######## tpm_ram_arbiter_flat ########
**tpm_ram_arbiter_flat: where the registers sit**

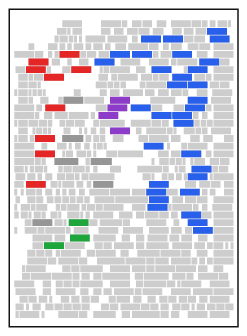
<file path="src/rtl/tpm_ram_arbiter_pkg.sv">
// Shared types and byte-lane helpers for the TPM buffer RAM arbiter.
package twpm_ram_arb_pkg;

  typedef enum logic [1:0] {
    IDLE   = 2'd0,
    ACCESS = 2'd1,
    RESP   = 2'd2
  } state_e;

  localparam logic OWN_LPC = 1'b0;
  localparam logic OWN_WB  = 1'b1;

  function automatic logic [3:0] lane_mask(input logic [1:0] lane);
    return 4'b0001 << lane;
  endfunction

  function automatic logic [7:0] byte_extract(input logic [31:0] word, input logic [1:0] lane);
    return word[8*lane +: 8];
  endfunction

endpackage

</file>
<file path="src/rtl/tpm_ram_arbiter_if.sv">
// LPC, Wishbone and RAM-side signals of the arbiter; slave = arbiter view.
interface tpm_ram_arbiter_if #(
  parameter int ADDR_W = 9
);
  logic              lpc_req_i;
  logic              lpc_we_i;
  logic [ADDR_W+1:0] lpc_addr_i;
  logic [7:0]        lpc_wdata_i;
  logic [7:0]        lpc_rdata_o;
  logic              lpc_ack_o;

  logic              wb_cyc_i;
  logic              wb_stb_i;
  logic              wb_we_i;
  logic [ADDR_W-1:0] wb_adr_i;
  logic [3:0]        wb_sel_i;
  logic [31:0]       wb_dat_i;
  logic [31:0]       wb_dat_o;
  logic              wb_ack_o;

  logic [ADDR_W-1:0] ram_addr_o;
  logic [31:0]       ram_wdata_o;
  logic [3:0]        ram_wen_o;
  logic              ram_wr_en_o;
  logic              ram_rd_en_o;
  logic [31:0]       ram_rdata_i;

  modport slave (
    input  lpc_req_i, lpc_we_i, lpc_addr_i, lpc_wdata_i,
    output lpc_rdata_o, lpc_ack_o,
    input  wb_cyc_i, wb_stb_i, wb_we_i, wb_adr_i, wb_sel_i, wb_dat_i,
    output wb_dat_o, wb_ack_o,
    output ram_addr_o, ram_wdata_o, ram_wen_o, ram_wr_en_o, ram_rd_en_o,
    input  ram_rdata_i
  );

  modport master (
    output lpc_req_i, lpc_we_i, lpc_addr_i, lpc_wdata_i,
    input  lpc_rdata_o, lpc_ack_o,
    output wb_cyc_i, wb_stb_i, wb_we_i, wb_adr_i, wb_sel_i, wb_dat_i,
    input  wb_dat_o, wb_ack_o,
    input  ram_addr_o, ram_wdata_o, ram_wen_o, ram_wr_en_o, ram_rd_en_o,
    output ram_rdata_i
  );
endinterface

</file>
<file path="src/rtl/tpm_ram_arbiter.sv">
// Two-requester arbiter (LPC byte / Wishbone word) for the 512x32 TPM buffer RAM.
// Define TWPM_RAM_ARB_STATS_EN to build the contention counter.
module tpm_ram_arbiter
  import twpm_ram_arb_pkg::*;
#(
  parameter int ADDR_W     = 9,
  parameter int STREAK_MAX = 4,
  parameter int CNT_W      = 16
) (
  input  logic             clk_i,
  input  logic             rst_i,
  tpm_ram_arbiter_if.slave bus,
  output logic             busy_o,
  output logic [CNT_W-1:0] contention_cnt_o
);

  localparam int STK_W = $clog2(STREAK_MAX + 1);
  localparam logic [STK_W-1:0] STK_MAX = STK_W'(STREAK_MAX);

  state_e            state_q, state_d;
  logic              owner_q, we_q;
  logic [ADDR_W-1:0] addr_q;
  logic [31:0]       wdata_q;
  logic [3:0]        wen_q;
  logic [1:0]        lane_q;
  logic [STK_W-1:0]  streak_q;

  logic wb_pend, grant_lpc, grant_wb;

  // LPC is favoured until it has won STREAK_MAX times in a row over a waiting WB.
  assign wb_pend   = bus.wb_cyc_i & bus.wb_stb_i;
  assign grant_lpc = bus.lpc_req_i & ~(wb_pend & (streak_q == STK_MAX));
  assign grant_wb  = ~grant_lpc & wb_pend;
  assign busy_o    = (state_q != IDLE);

  always_ff @(posedge clk_i) begin
    if (rst_i) begin
      state_q  <= IDLE;
      owner_q  <= OWN_LPC;
      we_q     <= 1'b0;
      addr_q   <= '0;
      wdata_q  <= '0;
      wen_q    <= '0;
      lane_q   <= '0;
      streak_q <= '0;
    end else begin
      state_q <= state_d;
      if (state_q == IDLE && grant_wb) begin
        owner_q  <= OWN_WB;
        we_q     <= bus.wb_we_i;
        addr_q   <= bus.wb_adr_i;
        wdata_q  <= bus.wb_dat_i;
        wen_q    <= bus.wb_sel_i;
        lane_q   <= '0;
        streak_q <= '0;
      end else if (state_q == IDLE && grant_lpc) begin
        owner_q  <= OWN_LPC;
        we_q     <= bus.lpc_we_i;
        addr_q   <= bus.lpc_addr_i[ADDR_W+1:2];
        wdata_q  <= {4{bus.lpc_wdata_i}};
        wen_q    <= lane_mask(bus.lpc_addr_i[1:0]);
        lane_q   <= bus.lpc_addr_i[1:0];
        if (!wb_pend)
          streak_q <= '0;
        else if (streak_q != STK_MAX)
          streak_q <= streak_q + 1'b1;
      end
    end
  end

  always_comb begin
    state_d         = state_q;
    bus.ram_addr_o  = '0;
    bus.ram_wdata_o = '0;
    bus.ram_wen_o   = '0;
    bus.ram_wr_en_o = 1'b0;
    bus.ram_rd_en_o = 1'b0;
    bus.lpc_ack_o   = 1'b0;
    bus.lpc_rdata_o = '0;
    bus.wb_ack_o    = 1'b0;
    bus.wb_dat_o    = '0;
    unique case (state_q)
      IDLE: begin
        if (grant_lpc || grant_wb) state_d = ACCESS;
      end
      ACCESS: begin
        bus.ram_addr_o  = addr_q;
        bus.ram_rd_en_o = ~we_q;
        // A WB write with no strobes still completes, it just never touches the RAM.
        bus.ram_wr_en_o = we_q & (|wen_q);
        bus.ram_wen_o   = we_q ? wen_q : 4'b0000;
        bus.ram_wdata_o = we_q ? wdata_q : 32'h0;
        state_d         = RESP;
      end
      RESP: begin
        if (owner_q == OWN_LPC && bus.lpc_req_i) begin
          bus.lpc_ack_o   = 1'b1;
          bus.lpc_rdata_o = byte_extract(bus.ram_rdata_i, lane_q);
        end
        if (owner_q == OWN_WB && wb_pend) begin
          bus.wb_ack_o = 1'b1;
          bus.wb_dat_o = bus.ram_rdata_i;
        end
        state_d = IDLE;
      end
      default: state_d = IDLE;
    endcase
  end

`ifdef TWPM_RAM_ARB_STATS_EN
  logic [CNT_W-1:0] cnt_q;

  always_ff @(posedge clk_i) begin
    if (rst_i)
      cnt_q <= '0;
    else if (state_q == IDLE && bus.lpc_req_i && wb_pend && !(&cnt_q))
      cnt_q <= cnt_q + 1'b1;
  end

  assign contention_cnt_o = cnt_q;
`else
  assign contention_cnt_o = '0;
`endif

endmodule
</file>
<file path="src/flat_wrapper.sv">
// flat-port wrapper written by rule: the top's interface ports become plain ports
module tpm_ram_arbiter_flat import twpm_ram_arb_pkg::*;
#(
  parameter int ADDR_W     = 9,
  parameter int STREAK_MAX = 4,
  parameter int CNT_W      = 16
)
  (clk_i, rst_i, busy_o, contention_cnt_o, bus_lpc_req_i, bus_lpc_we_i, bus_lpc_addr_i, bus_lpc_wdata_i, bus_lpc_rdata_o, bus_lpc_ack_o, bus_wb_cyc_i, bus_wb_stb_i, bus_wb_we_i, bus_wb_adr_i, bus_wb_sel_i, bus_wb_dat_i, bus_wb_dat_o, bus_wb_ack_o, bus_ram_addr_o, bus_ram_wdata_o, bus_ram_wen_o, bus_ram_wr_en_o, bus_ram_rd_en_o, bus_ram_rdata_i);
  tpm_ram_arbiter_if #(.ADDR_W(ADDR_W)) bus_i ();
  input  logic clk_i;
  input  logic rst_i;
  output logic busy_o;
  output logic [CNT_W-1:0] contention_cnt_o;
  input wire logic [$bits(bus_i.lpc_req_i)-1:0] bus_lpc_req_i;
  input wire logic [$bits(bus_i.lpc_we_i)-1:0] bus_lpc_we_i;
  input wire logic [$bits(bus_i.lpc_addr_i)-1:0] bus_lpc_addr_i;
  input wire logic [$bits(bus_i.lpc_wdata_i)-1:0] bus_lpc_wdata_i;
  output wire logic [$bits(bus_i.lpc_rdata_o)-1:0] bus_lpc_rdata_o;
  output wire logic [$bits(bus_i.lpc_ack_o)-1:0] bus_lpc_ack_o;
  input wire logic [$bits(bus_i.wb_cyc_i)-1:0] bus_wb_cyc_i;
  input wire logic [$bits(bus_i.wb_stb_i)-1:0] bus_wb_stb_i;
  input wire logic [$bits(bus_i.wb_we_i)-1:0] bus_wb_we_i;
  input wire logic [$bits(bus_i.wb_adr_i)-1:0] bus_wb_adr_i;
  input wire logic [$bits(bus_i.wb_sel_i)-1:0] bus_wb_sel_i;
  input wire logic [$bits(bus_i.wb_dat_i)-1:0] bus_wb_dat_i;
  output wire logic [$bits(bus_i.wb_dat_o)-1:0] bus_wb_dat_o;
  output wire logic [$bits(bus_i.wb_ack_o)-1:0] bus_wb_ack_o;
  output wire logic [$bits(bus_i.ram_addr_o)-1:0] bus_ram_addr_o;
  output wire logic [$bits(bus_i.ram_wdata_o)-1:0] bus_ram_wdata_o;
  output wire logic [$bits(bus_i.ram_wen_o)-1:0] bus_ram_wen_o;
  output wire logic [$bits(bus_i.ram_wr_en_o)-1:0] bus_ram_wr_en_o;
  output wire logic [$bits(bus_i.ram_rd_en_o)-1:0] bus_ram_rd_en_o;
  input wire logic [$bits(bus_i.ram_rdata_i)-1:0] bus_ram_rdata_i;
  assign bus_i.lpc_req_i = bus_lpc_req_i;
  assign bus_i.lpc_we_i = bus_lpc_we_i;
  assign bus_i.lpc_addr_i = bus_lpc_addr_i;
  assign bus_i.lpc_wdata_i = bus_lpc_wdata_i;
  assign bus_lpc_rdata_o = bus_i.lpc_rdata_o;
  assign bus_lpc_ack_o = bus_i.lpc_ack_o;
  assign bus_i.wb_cyc_i = bus_wb_cyc_i;
  assign bus_i.wb_stb_i = bus_wb_stb_i;
  assign bus_i.wb_we_i = bus_wb_we_i;
  assign bus_i.wb_adr_i = bus_wb_adr_i;
  assign bus_i.wb_sel_i = bus_wb_sel_i;
  assign bus_i.wb_dat_i = bus_wb_dat_i;
  assign bus_wb_dat_o = bus_i.wb_dat_o;
  assign bus_wb_ack_o = bus_i.wb_ack_o;
  assign bus_ram_addr_o = bus_i.ram_addr_o;
  assign bus_ram_wdata_o = bus_i.ram_wdata_o;
  assign bus_ram_wen_o = bus_i.ram_wen_o;
  assign bus_ram_wr_en_o = bus_i.ram_wr_en_o;
  assign bus_ram_rd_en_o = bus_i.ram_rd_en_o;
  assign bus_i.ram_rdata_i = bus_ram_rdata_i;
  tpm_ram_arbiter #(.ADDR_W(ADDR_W), .STREAK_MAX(STREAK_MAX), .CNT_W(CNT_W)) u_core (.clk_i(clk_i), .rst_i(rst_i), .bus(bus_i), .busy_o(busy_o), .contention_cnt_o(contention_cnt_o));
endmodule
</file>
<file path="config.mk">
export PLATFORM = sky130hd
export DESIGN_NAME = tpm_ram_arbiter_flat
export DESIGN_NICKNAME = d
export VERILOG_FILES = /design/src/rtl/tpm_ram_arbiter_pkg.sv /design/src/rtl/tpm_ram_arbiter_if.sv /design/src/rtl/tpm_ram_arbiter.sv /design/src/flat_wrapper.sv
export SDC_FILE = /design/constraint.sdc
export NUM_CORES = 1
export LEC_CHECK = 0
export CAP_MARGIN = 20
export CORE_ASPECT_RATIO = 1.4
export CORE_UTILIZATION = 36
export DETAILED_ROUTE_END_ITERATION = 8
export PLACE_DENSITY = 0.93
export RECOVER_POWER = 50
export SLEW_MARGIN = 10
export SYNTH_ARGS = -nofsm -noshare
export SYNTH_HDL_FRONTEND = slang
export SYNTH_SLANG_ARGS = --single-unit
</file>
<file path="constraint.sdc">
create_clock -name clk_i -period 2.2 [get_ports clk_i]
set_input_delay 0.55 -clock clk_i [delete_from_list [all_inputs] [get_ports clk_i]]
set_output_delay 0.55 -clock clk_i [all_outputs]
set_load 0.05 [all_outputs]
</file>
==> Changelog: implementation <==
## Flow update

- Xor/xnor share: 0
- Post-route met1 wirelength: 4711 um
- MUX share of area: 0.05758
- Pins Over Slew Limit: 0
- Clock sinks: 54
- Post-CTS Setup Bufs: 5
- Final Critical Period: 2.223 ns
- WP data required: 1.65 ns
- Largest register by flop count: u_core.wdata_q
- Cell Type Count: 40
- Area of the die: 9074 sq um
- Met3 routed WL: 821 um
- Drt via density: 5.535
- Area Growth Syn to Fin: 111.9%
- Status: finished with violations
- Vias in the first global route: 3710
- Multi-input combinational area share: 0.2884
- FILL cells: 522
- PwrDens: 419.7 nW/um^2
- Max reg flops: 32
- Failing checks: negative setup slack
- Seq cells: 54
- CTS root buffer: clkbuf_16
- Post-Route WL: 13460 um
- Non-filler cells, final: 664
- Antenna viol nets, final: 0
- Io pins: 209
- Initial antenna violation count: 2
- Reg clk slew, reported paths: 0.07 ns
- Fin Hold WS: 0.5218 ns
- Synth Area in Compound Gates: 0.2307
- First-pass GRT wire length: 20200 um
- Max-slew headroom: 0.5348
- Clock Tree Buf Depth: 2
- Inst Count DP: 642
- Setup violators final: 10
- Switching part of the total: 0.3073
- Largest regs: u_core.wdata_q x32, u_core.addr_q x9, u_core.wen_q x4
- DR pass1 iterations: 4
- Unrepaired setup endpoints after global routing: true
- Worst path slowest cell: dfxtp_4
- Top cells excl fill/tap: buf_12, clkdlybuf4s50_1, dfxtp_1
- Die Ht: 112.3 um
- YS warnings: 0
- PnR Total Power: 0.002783 W
- Clock Skew: 0.007799 ns
- Yosys chip area: 3129 sq um
- Number of enable flip-flop cells: 0
- Fa+ha+maj area frac: 0.007997
- Peak VDD IR: 0.3569 mV
- Lkg Pwr: 2.856 nW
- Setup slack after layout: -0.02285 ns
- Post-synth regs: 54
- GPL Wtd Cong: 0.8534
- Post-synthesis cell count from yosys: 343
- Crit path cell chain: nor2b_4 > and3_4 > buf_6 > bufbuf_16 > and2_4 > buf_12
## Picture notes: 'where the registers sit' of tpm_ram_arbiter_flat
Key: u_core.wdata_q = blue [sequential cells 32]; u_core.streak_q = green [sequential cells 3]; u_core.wen_q = purple [sequential cells 4]; u_core.addr_q = red [sequential cells 9, where north-west]
post-layout util: 0.7992
flop share of the area: 0.1640
Flop+latch power: 0.00114 W
register area: 1087 sq um

## synth_stat cells, drive strengths merged, types with 4 or more instances
master,number,area [sq um]
nor2b,10,62.56
clkbuf,18,68.81
o221a,36,405.4
buf,28,201.4
a2111oi,10,87.58
and2,42,262.8
and3,37,231.5
a31oi,12,75.07
nor2,5,23.77
a21oi,17,85.08
nand2,4,15.01
inv,22,82.58
o21ai,5,25.02
nor3,11,55.05
mux4,8,180.2
dfxtp,54,1081
## power by group through the flow
stage	sequential (W)	combinational, W	clock (W)
detailed placement	0.00115	0.000849	0
CTS	0.00113	0.000852	0.000800
floorplan	0.00113	0.000450	0
global route	0.00115	0.000906	0.000852
global placement	0.00114	0.000825	0
finish	0.00114	0.000856	0.000789
## worst register-to-register path: stages (launching register included)
cell	delay, ns
dfxtp_1	0.33
inv_1	0.08
ha_1	0.21
nand4_1	0.17
buf_4	0.23
a31oi_1	0.18
clkbuf_1	0.36
o221a_1	0.26
## routing by layer
metal	vias up	GRT usage
li1	1680	-
met1	1766	0.3029
met2	181	0.5475
met3	48	0.06667
met4	0	0.1405
met5	-	0

######## fetch_stage ########
**fetch_stage: where the registers sit**

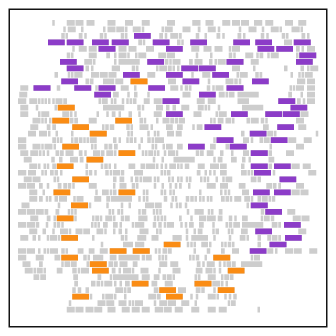
**fetch_stage: signal wires by layer**

The bar under the picture is 50 um long.
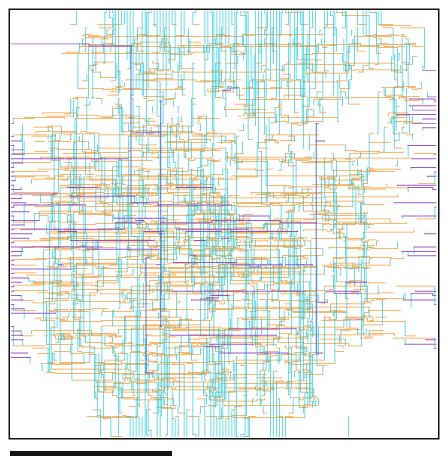
### config.mk
export PLATFORM = sky130hd
export DESIGN_NAME = fetch_stage
export DESIGN_NICKNAME = d
export VERILOG_FILES = /design/src/rtl/fetch_stage_pkg.sv /design/src/rtl/fetch_stage_if_id.sv /design/src/rtl/fetch_stage.sv
export SDC_FILE = /design/constraint.sdc
export NUM_CORES = 1
export LEC_CHECK = 0
export ABC_AREA = 1
export CAP_MARGIN = 0
export CORE_MARGIN = 3
export CORE_UTILIZATION = 33
export DETAILED_ROUTE_END_ITERATION = 8
export PLACE_DENSITY_LB_ADDON = 0.15
export SETUP_SLACK_MARGIN = 0.2
export SYNTH_ARGS = -nofsm -noshare
export SYNTH_HDL_FRONTEND = slang
export SYNTH_SLANG_ARGS = --single-unit
### constraint.sdc
create_clock -name clk -period 2.5 [get_ports clk]
set_input_delay 0.5 -clock clk [delete_from_list [all_inputs] [get_ports clk]]
set_output_delay 0.5 -clock clk [all_outputs]
set_load 0.02 [all_outputs]
### src/rtl/fetch_stage_pkg.sv
// Shared fetch-path definitions: widths, reset/bubble constants, IF/ID payload.
package fetch_stage_pkg;
    localparam int PC_W    = 32;
    localparam int INSTR_W = 32;

    localparam logic [PC_W-1:0]    RESET_VECTOR = 32'h0000_0000;
    localparam logic [INSTR_W-1:0] NOP_INSTR    = 32'h0000_0000; // ANDEQ r0,r0,r0
    localparam logic [PC_W-1:0]    PC_INC       = 32'd4;
    // R15 as seen by decode: address of the decoding instruction + 8.
    localparam logic [PC_W-1:0]    PC8_OFS      = 32'd8;

    // IF/ID pipeline payload
    typedef struct packed {
        logic [INSTR_W-1:0] instr;
        logic [PC_W-1:0]    pcplus8;
        logic               valid;
    } ifid_t;

    // Force a redirect target onto a word boundary
    function automatic logic [PC_W-1:0] align_pc(input logic [PC_W-1:0] a);
        return {a[PC_W-1:2], 2'b00};
    endfunction
endpackage

### src/rtl/fetch_stage_if_id.sv
// IF/ID register: flush beats stall, stall holds, otherwise capture the fetch.
module if_id_reg
    import fetch_stage_pkg::*;
#(
    parameter logic [INSTR_W-1:0] NOP     = NOP_INSTR,
    parameter logic [PC_W-1:0]    RST_PC8 = RESET_VECTOR + PC8_OFS
) (
    input  logic  clk,
    input  logic  reset,
    input  logic  stall,
    input  logic  flush,
    input  ifid_t d,
    output ifid_t q
);

    // Reset/flush insert a bubble; the bubble still carries the fetch-side R15 value
    always_ff @(posedge clk) begin
        if (reset) begin
            q <= '{instr: NOP, pcplus8: RST_PC8, valid: 1'b0};
        end else if (flush) begin
            q <= '{instr: NOP, pcplus8: d.pcplus8, valid: 1'b0};
        end else if (!stall) begin
            q <= d;
        end
    end

endmodule

### src/rtl/fetch_stage.sv
// Instruction fetch: PC register, next-PC redirect mux, and the IF/ID register.
module fetch_stage
    import fetch_stage_pkg::*;
#(
    parameter logic [PC_W-1:0]    RESET_VECTOR = fetch_stage_pkg::RESET_VECTOR,
    parameter logic [INSTR_W-1:0] NOP_INSTR    = fetch_stage_pkg::NOP_INSTR
) (
    input  logic               clk,
    input  logic               reset,
    input  logic               StallF,
    input  logic               StallD,
    input  logic               FlushD,
    input  logic               BranchTakenE,
    input  logic [PC_W-1:0]    ALUResultE,
    input  logic               PCSrcW,
    input  logic [PC_W-1:0]    ResultW,
    input  logic [INSTR_W-1:0] InstrF,
    output logic [PC_W-1:0]    PCF,
    output logic [INSTR_W-1:0] InstrD,
    output logic [PC_W-1:0]    PCPlus8D,
    output logic               ValidD
);

    logic [PC_W-1:0] pcf_q;
    logic [PC_W-1:0] pc_next;
    ifid_t           ifid_d;
    ifid_t           ifid_q;

    // Next PC: E-stage branch beats W-stage PC write; either redirect overrides StallF
    always_comb begin
        pc_next = pcf_q + PC_INC;
        if (BranchTakenE)  pc_next = align_pc(ALUResultE);
        else if (PCSrcW)   pc_next = align_pc(ResultW);
        else if (StallF)   pc_next = pcf_q;
    end

    // PC register
    always_ff @(posedge clk) begin
        if (reset) pcf_q <= RESET_VECTOR;
        else       pcf_q <= pc_next;
    end

    // Captured R15 is this fetch's address + 8 so decode sees PC_of_InstrD+8
    assign ifid_d = '{instr: InstrF, pcplus8: pcf_q + PC8_OFS, valid: 1'b1};

    if_id_reg #(
        .NOP     (NOP_INSTR),
        .RST_PC8 (RESET_VECTOR + PC8_OFS)
    ) u_if_id (
        .clk   (clk),
        .reset (reset),
        .stall (StallD),
        .flush (FlushD),
        .d     (ifid_d),
        .q     (ifid_q)
    );

    assign PCF      = pcf_q;
    assign InstrD   = ifid_q.instr;
    assign PCPlus8D = ifid_q.pcplus8;
    assign ValidD   = ifid_q.valid;

endmodule

==> Changelog: implementation <==
## Flow update

- Final Critical Period: 2.094 ns
- CTS tree: done
- Top cells by area: dfxtp_1, nand2_1, a21oi_1
- Clock sinks: 93
- Placed Area: 7336 sq um
- Inst Count DP: 1162
- Buf+Inv Stages, Crit Path: 1
- Commonest cells in the netlist: nand2_1, dfxtp_1, nor2_1, inv_1, a21oi_1
- Register area: 1862 sq um
- Chip width: 131.8 um
- Initial antenna violation count: 0
- Peak VDD IR: 0.3158 mV
- Clock Tree Buf Depth: 2
- First-pass GRT wire length: 27260 um
- Kind of cell adding the most delay to the critical path: buffers and inverters
- M3 GR Usage: 0.03435
- Worst reg2reg endpoint: PCF[28]$_SDFFE_PP0P_
- Port-buffer cells: 191
- Routed len/inst: 14.89 um
- F_max: 477.5 MHz
- Min-delay src: u_if_id.q[43]$_SDFFE_PP0N_
- Top logic family: simple AND/OR/NAND/NOR gates
- Drt via density: 4.654
- Io pins: 200
- Arr. time, crit path: 1.59 ns
- CP endpoint kind: output pin
- Simple-Gate Fraction of Synth Area: 0.3066
- Nets@finish: 1067
- H-tree depth: 3
- Worst path slowest cell: clkdlybuf4s50_1
- GPL Wtd Cong: 0.9683
- R2r setup slk: 0.51 ns
- PnR Total Power: 0.004007 W
- Lkg Pwr: 3.185 nW
- Rows: 45
- Worst-Skew Late Latency: 0.35 ns
- Share of cells above drive strength 1: 0.07446
- Hold depth: 2
- Status: finished clean
- Synth Area in Compound Gates: 0.1816
## Picture notes: 'where the registers sit' of fetch_stage
Key: u_if_id.q = purple [sequential cells 63]; PCF = orange [sequential cells 30]
Flop+latch power: 0.00169 W
flop share of the area: 0.2434
post-layout util: 0.4976

## Picture notes: 'signal wires by layer' of fetch_stage
Key: met2 = cyan [wire length 7890 um]; met3 = purple [wire length 1040 um]; met4 = blue [wire length 224 um]; met1 = orange [wire length 8390 um]

==> cell type report <==
cell class                 instances  area share
sequential                        93      0.2434
multi-input combinational        576      0.3787
inverter                          75     0.03681
clock inverter                     4    0.007361
tap                              211     0.03452
timing repair buffer             207      0.2657
clock buffer                      12     0.03354
==> state kept, by name, indices dropped and copies added, names as in the netlist <==
name,flops
u_if_id.q,63
PCF,30
==> power by group <==
part           total, W  switching (W)  internal [W]
clock           0.00145       0.000613      0.000837
combinational  0.000867       0.000440      0.000427
sequential      0.00169       0.000117       0.00157
total           0.00401        0.00117       0.00284
==> routing by layer <==
layer | share of wire | vias up
met3 | 0.059 | 14
li1 | - | 2842
met5 | 0 | -
met2 | 0.45 | 172
met4 | 0.013 | 0
met1 | 0.48 | 2454
==> kinds of logic after synthesis <==
group,after synthesis
buffers and inverters,119
DFF,93
and+or+nand+nor,367
xor gates and xnor gates,35
adders and majority gates,2
other,1
AOI/OAI and AO/OA,168
==> worst min-delay path: stages (launching register included) <==
cell	delay (ns)
dfxtp_1	0.31
nand2_1	0.06
a21oi_1	0.05

######## rr_mux8to1 ########
`src/rtl/mux_pkg.sv`:
```
// Shared constants and round-robin pick function for the 8-to-1 merge.
// Latency: n/a (package only).
// Backpressure: n/a (package only).
//
// Contents:
//   N_CH    number of merged channels
//   SEL_W   width of a channel index
//   rr_pick one-hot grant: first valid channel after ptr, wrapping 7 -> 0
package mux_pkg;

    localparam int N_CH  = 8;
    localparam int SEL_W = 3;

    // Search order is ptr+1, ptr+2, ..., ptr+8 (== ptr), all modulo 8.
    // The previous winner therefore has the lowest priority next time.
    function automatic logic [N_CH-1:0] rr_pick(
        input logic [N_CH-1:0]  valid,
        input logic [SEL_W-1:0] ptr
    );
        logic [N_CH-1:0]  grant;
        logic             found;
        logic [SEL_W-1:0] idx;
        grant = '0;
        found = 1'b0;
        for (int k = 1; k <= N_CH; k++) begin
            idx = ptr + SEL_W'(k);
            if (!found && valid[idx]) begin
                grant[idx] = 1'b1;
                found      = 1'b1;
            end
        end
        return grant;
    endfunction

endpackage

```
`src/rtl/rr_arbiter8.sv`:
```
// Combinational round-robin grant over eight channels, with optional packet lock.
// Latency: purely combinational.
// Backpressure: none here; the parent gates the grant with its load condition.
//
// Ports:
//   in_valid  per-channel request
//   ptr       index of the last granted channel
//   lock_vld  (RR_MUX_PKT_LOCK_EN) a packet is in flight on lock_ch
//   lock_ch   (RR_MUX_PKT_LOCK_EN) channel owning the current packet
//   grant     one-hot grant, zero when nothing is eligible
// Optional feature macro: RR_MUX_PKT_LOCK_EN
module rr_arbiter8
    import mux_pkg::*;
(
    input  logic [N_CH-1:0]  in_valid,
    input  logic [SEL_W-1:0] ptr,
`ifdef RR_MUX_PKT_LOCK_EN
    input  logic             lock_vld,
    input  logic [SEL_W-1:0] lock_ch,
`endif
    output logic [N_CH-1:0]  grant
);

    always_comb begin
        grant = rr_pick(in_valid, ptr);
`ifdef RR_MUX_PKT_LOCK_EN
        // Mid-packet only the owning channel may be granted; if it has a gap
        // nobody is granted, so the packet is never interleaved.
        if (lock_vld) begin
            grant          = '0;
            grant[lock_ch] = in_valid[lock_ch];
        end
`endif
    end

endmodule

```
`src/rtl/rr_mux8to1.sv`:
```
// Round-robin merge of eight valid/ready channels onto one registered output.
// Latency: one clock from input transfer to out_valid; one beat per clock sustained.
// Backpressure: while out_valid && !out_ready the output holds and all in_ready are low.
//
// Ports:
//   clk, reset            clock and synchronous active-high reset
//   in_valid/in_ready     per-channel handshake (in_ready one-hot or zero)
//   in_data               channel i at [i*WIDTH +: WIDTH]
//   in_last/out_last      (RR_MUX_PKT_LOCK_EN) packet end marker
//   out_valid/out_ready   output handshake
//   out_data, out_sel     output beat and its source channel
// Optional feature macro: RR_MUX_PKT_LOCK_EN
module rr_mux8to1
    import mux_pkg::*;
#(
    parameter int WIDTH = 8
) (
    input  logic                  clk,
    input  logic                  reset,
    input  logic [N_CH-1:0]       in_valid,
    input  logic [N_CH*WIDTH-1:0] in_data,
    output logic [N_CH-1:0]       in_ready,
    output logic                  out_valid,
    output logic [WIDTH-1:0]      out_data,
    output logic [SEL_W-1:0]      out_sel,
`ifdef RR_MUX_PKT_LOCK_EN
    input  logic [N_CH-1:0]       in_last,
    output logic                  out_last,
`endif
    input  logic                  out_ready
);

    logic [SEL_W-1:0] ptr;
    logic [N_CH-1:0]  grant;
    logic             load;
    logic             xfer;
    logic [SEL_W-1:0] gsel;
    logic [WIDTH-1:0] gdata;

`ifdef RR_MUX_PKT_LOCK_EN
    logic             lock_vld;
    logic [SEL_W-1:0] lock_ch;
`endif

    rr_arbiter8 u_arb (
        .in_valid (in_valid),
        .ptr      (ptr),
`ifdef RR_MUX_PKT_LOCK_EN
        .lock_vld (lock_vld),
        .lock_ch  (lock_ch),
`endif
        .grant    (grant)
    );

    // The output register can take a new beat when empty or draining this cycle.
    assign load     = !out_valid || out_ready;
    assign in_ready = load ? grant : '0;
    // grant only ever selects a valid channel, so any ready bit is a transfer.
    assign xfer     = |in_ready;

    always_comb begin
        gsel = '0;
        for (int i = 0; i < N_CH; i++) begin
            if (grant[i]) gsel = SEL_W'(i);
        end
    end

    assign gdata = in_data[int'(gsel)*WIDTH +: WIDTH];

    always_ff @(posedge clk) begin
        if (reset) begin
            out_valid <= 1'b0;
            out_data  <= '0;
            out_sel   <= '0;
            // Starting at 7 makes channel 0 first in line after reset.
            ptr       <= SEL_W'(N_CH - 1);
        end else begin
            if (xfer) begin
                out_valid <= 1'b1;
                out_data  <= gdata;
                out_sel   <= gsel;
                ptr       <= gsel;
            end else if (out_valid && out_ready) begin
                out_valid <= 1'b0;
            end
        end
    end

`ifdef RR_MUX_PKT_LOCK_EN
    always_ff @(posedge clk) begin
        if (reset) begin
            lock_vld <= 1'b0;
            lock_ch  <= '0;
            out_last <= 1'b0;
        end else if (xfer) begin
            lock_vld <= !in_last[gsel];
            lock_ch  <= gsel;
            out_last <= in_last[gsel];
        end
    end
`endif

endmodule

```
`config.mk`:
```
export PLATFORM = sky130hd
export DESIGN_NAME = rr_mux8to1
export DESIGN_NICKNAME = d
export VERILOG_FILES = /design/src/rtl/mux_pkg.sv /design/src/rtl/rr_arbiter8.sv /design/src/rtl/rr_mux8to1.sv
export SDC_FILE = /design/constraint.sdc
export NUM_CORES = 1
export LEC_CHECK = 0
export ABC_CLOCK_PERIOD_IN_PS = 9050
export CAP_MARGIN = 30
export CORE_ASPECT_RATIO = 0.5
export CORE_MARGIN = 2
export CORE_UTILIZATION = 38
export CTS_CLUSTER_DIAMETER = 50
export CTS_CLUSTER_SIZE = 28
export DETAILED_ROUTE_END_ITERATION = 6
export GPL_TIMING_DRIVEN = 0
export HOLD_SLACK_MARGIN = 0.03
export PLACE_DENSITY = 0.78
export SYNTH_ARGS = -nofsm -noshare
export SYNTH_HDL_FRONTEND = slang
export SYNTH_SLANG_ARGS = --single-unit
```
`constraint.sdc`:
```
create_clock -name clk -period 9.05 [get_ports clk]
set_clock_uncertainty 0.15 [all_clocks]
set_input_delay 1.81 -clock clk [delete_from_list [all_inputs] [get_ports clk]]
set_output_delay 1.81 -clock clk [all_outputs]
set_load 0.005 [all_outputs]
```
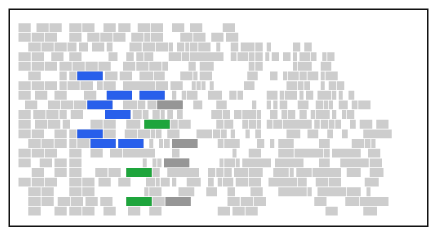
**Above:** rr_mux8to1 (where the registers sit).
Key: out_data = blue [sequential cells 8, where west]; out_sel = green [sequential cells 3]
Another 4 sequential cells are not coloured.
post-layout util: 0.5809
flop share of the area: 0.08397
Flop+latch power: 0.000111 W

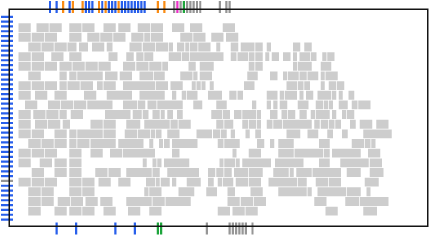
**Above:** rr_mux8to1 (pin map).
Pins as bars across the die edge, other pins in grey.
Key: out_data = orange [pins 8, direction output, edge north]; out_sel = green [pins 3, direction output, edge 2 south, 1 north]; in_data = blue [pins 64, direction input, edge 42 west, 18 north, 4 south]; out_ready = magenta [pins 1, direction input, edge north]
All pins by edge: 43 west, 38 north, 14 south.

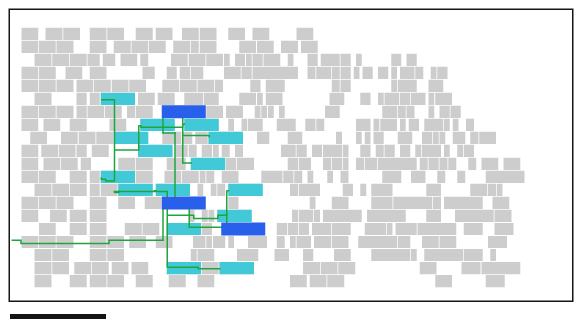
**Above:** rr_mux8to1 (routed clock nets over the placement).
The bar under the picture is 20 um long.
Key: clock wires = green [length 215 um]; cells driving clock nets = blue [count 3]; flip-flops = cyan [count 15]
There are 4 routed clock nets.
clock power share: 0.050
P_clk: 0.0000857 W
Worst-Skew Late Latency: 0.24 ns

==> Changelog: implementation <==
## Flow update

- Dominant flop cell: dfxtp_1
- Post-Syn Area: 2446 sq um
- Sequential area share after synthesis: 0.1228
- Setup violators final: 0
- Post-synthesis cell count from yosys: 282
- Post-Route WL: 8426 um
- Area Growth Syn to Fin: 46.19%
- Max-area cell share: 0.2005
- Mapped Nets: 363
- DR pass1 iterations: 6
- Register area: 300.3 sq um
- Top pwr grp: combinational logic
- R2r setup slk: 3.83 ns
- GRT overflow: 0
- Largest net degree at the start of global routing: 11
- Drt drc: 0
- Max-slew headroom: 0.3492
- Post-synth regs: 15
- YS warnings: 0
- Post-layout period usage: 0.8051
- Busiest grt layer: met2
- CTS tree: done
- Status: finished clean
- Top cells by area: mux2i_1, dfxtp_1, mux4_2
- M3 GR Usage: 0.04135
- Commonest cells in the netlist: mux2i_1, nand2_1, nor2_1, dfxtp_1
[metrics by stage]
| stage | std cells | area (sq um) |
|---|---|---|
| 2_1_floorplan | 282 | 2446 |
| 3_3_place_gp | 464 | 3497 |
| 3_5_place_dp | 464 | 3497 |
| 4_1_cts | 468 | 3576 |
| 5_1_grt | 468 | 3576 |
| 6_report | 468 | 3576 |
[kinds of logic (layout without fill, tap and decap cells)]
| logic type | count (synthesis) | after routing | share of synthesized area |
|---|---|---|---|
| fa+ha+maj | 6 | 6 | 0.03069 |
| flops | 15 | 15 | 0.1228 |
| mux | 71 | 71 | 0.3570 |
| simple gates | 95 | 95 | 0.2077 |
| compound gates | 66 | 66 | 0.2082 |
| buf+inv | 26 | 124 | 0.06290 |
| xor+xnor | 3 | 3 | 0.01074 |
[sequential cells by signal (all words and copies together) (netlist names)]
register   count
out_data       8
out_sel        3
ptr            3
out_valid      1
[area by class of cell]
cell class | count | area share
Timing Repair Buffer | 94 | 0.2631
Sequential cell | 15 | 0.08397
Multi-Input combinational cell | 241 | 0.5570
Inverter | 5 | 0.005248
Buffer | 21 | 0.03779
Tap cell | 88 | 0.03079
Clock buffer | 4 | 0.02204

No activity file was given, so power comes from the tool's default toggle rates.
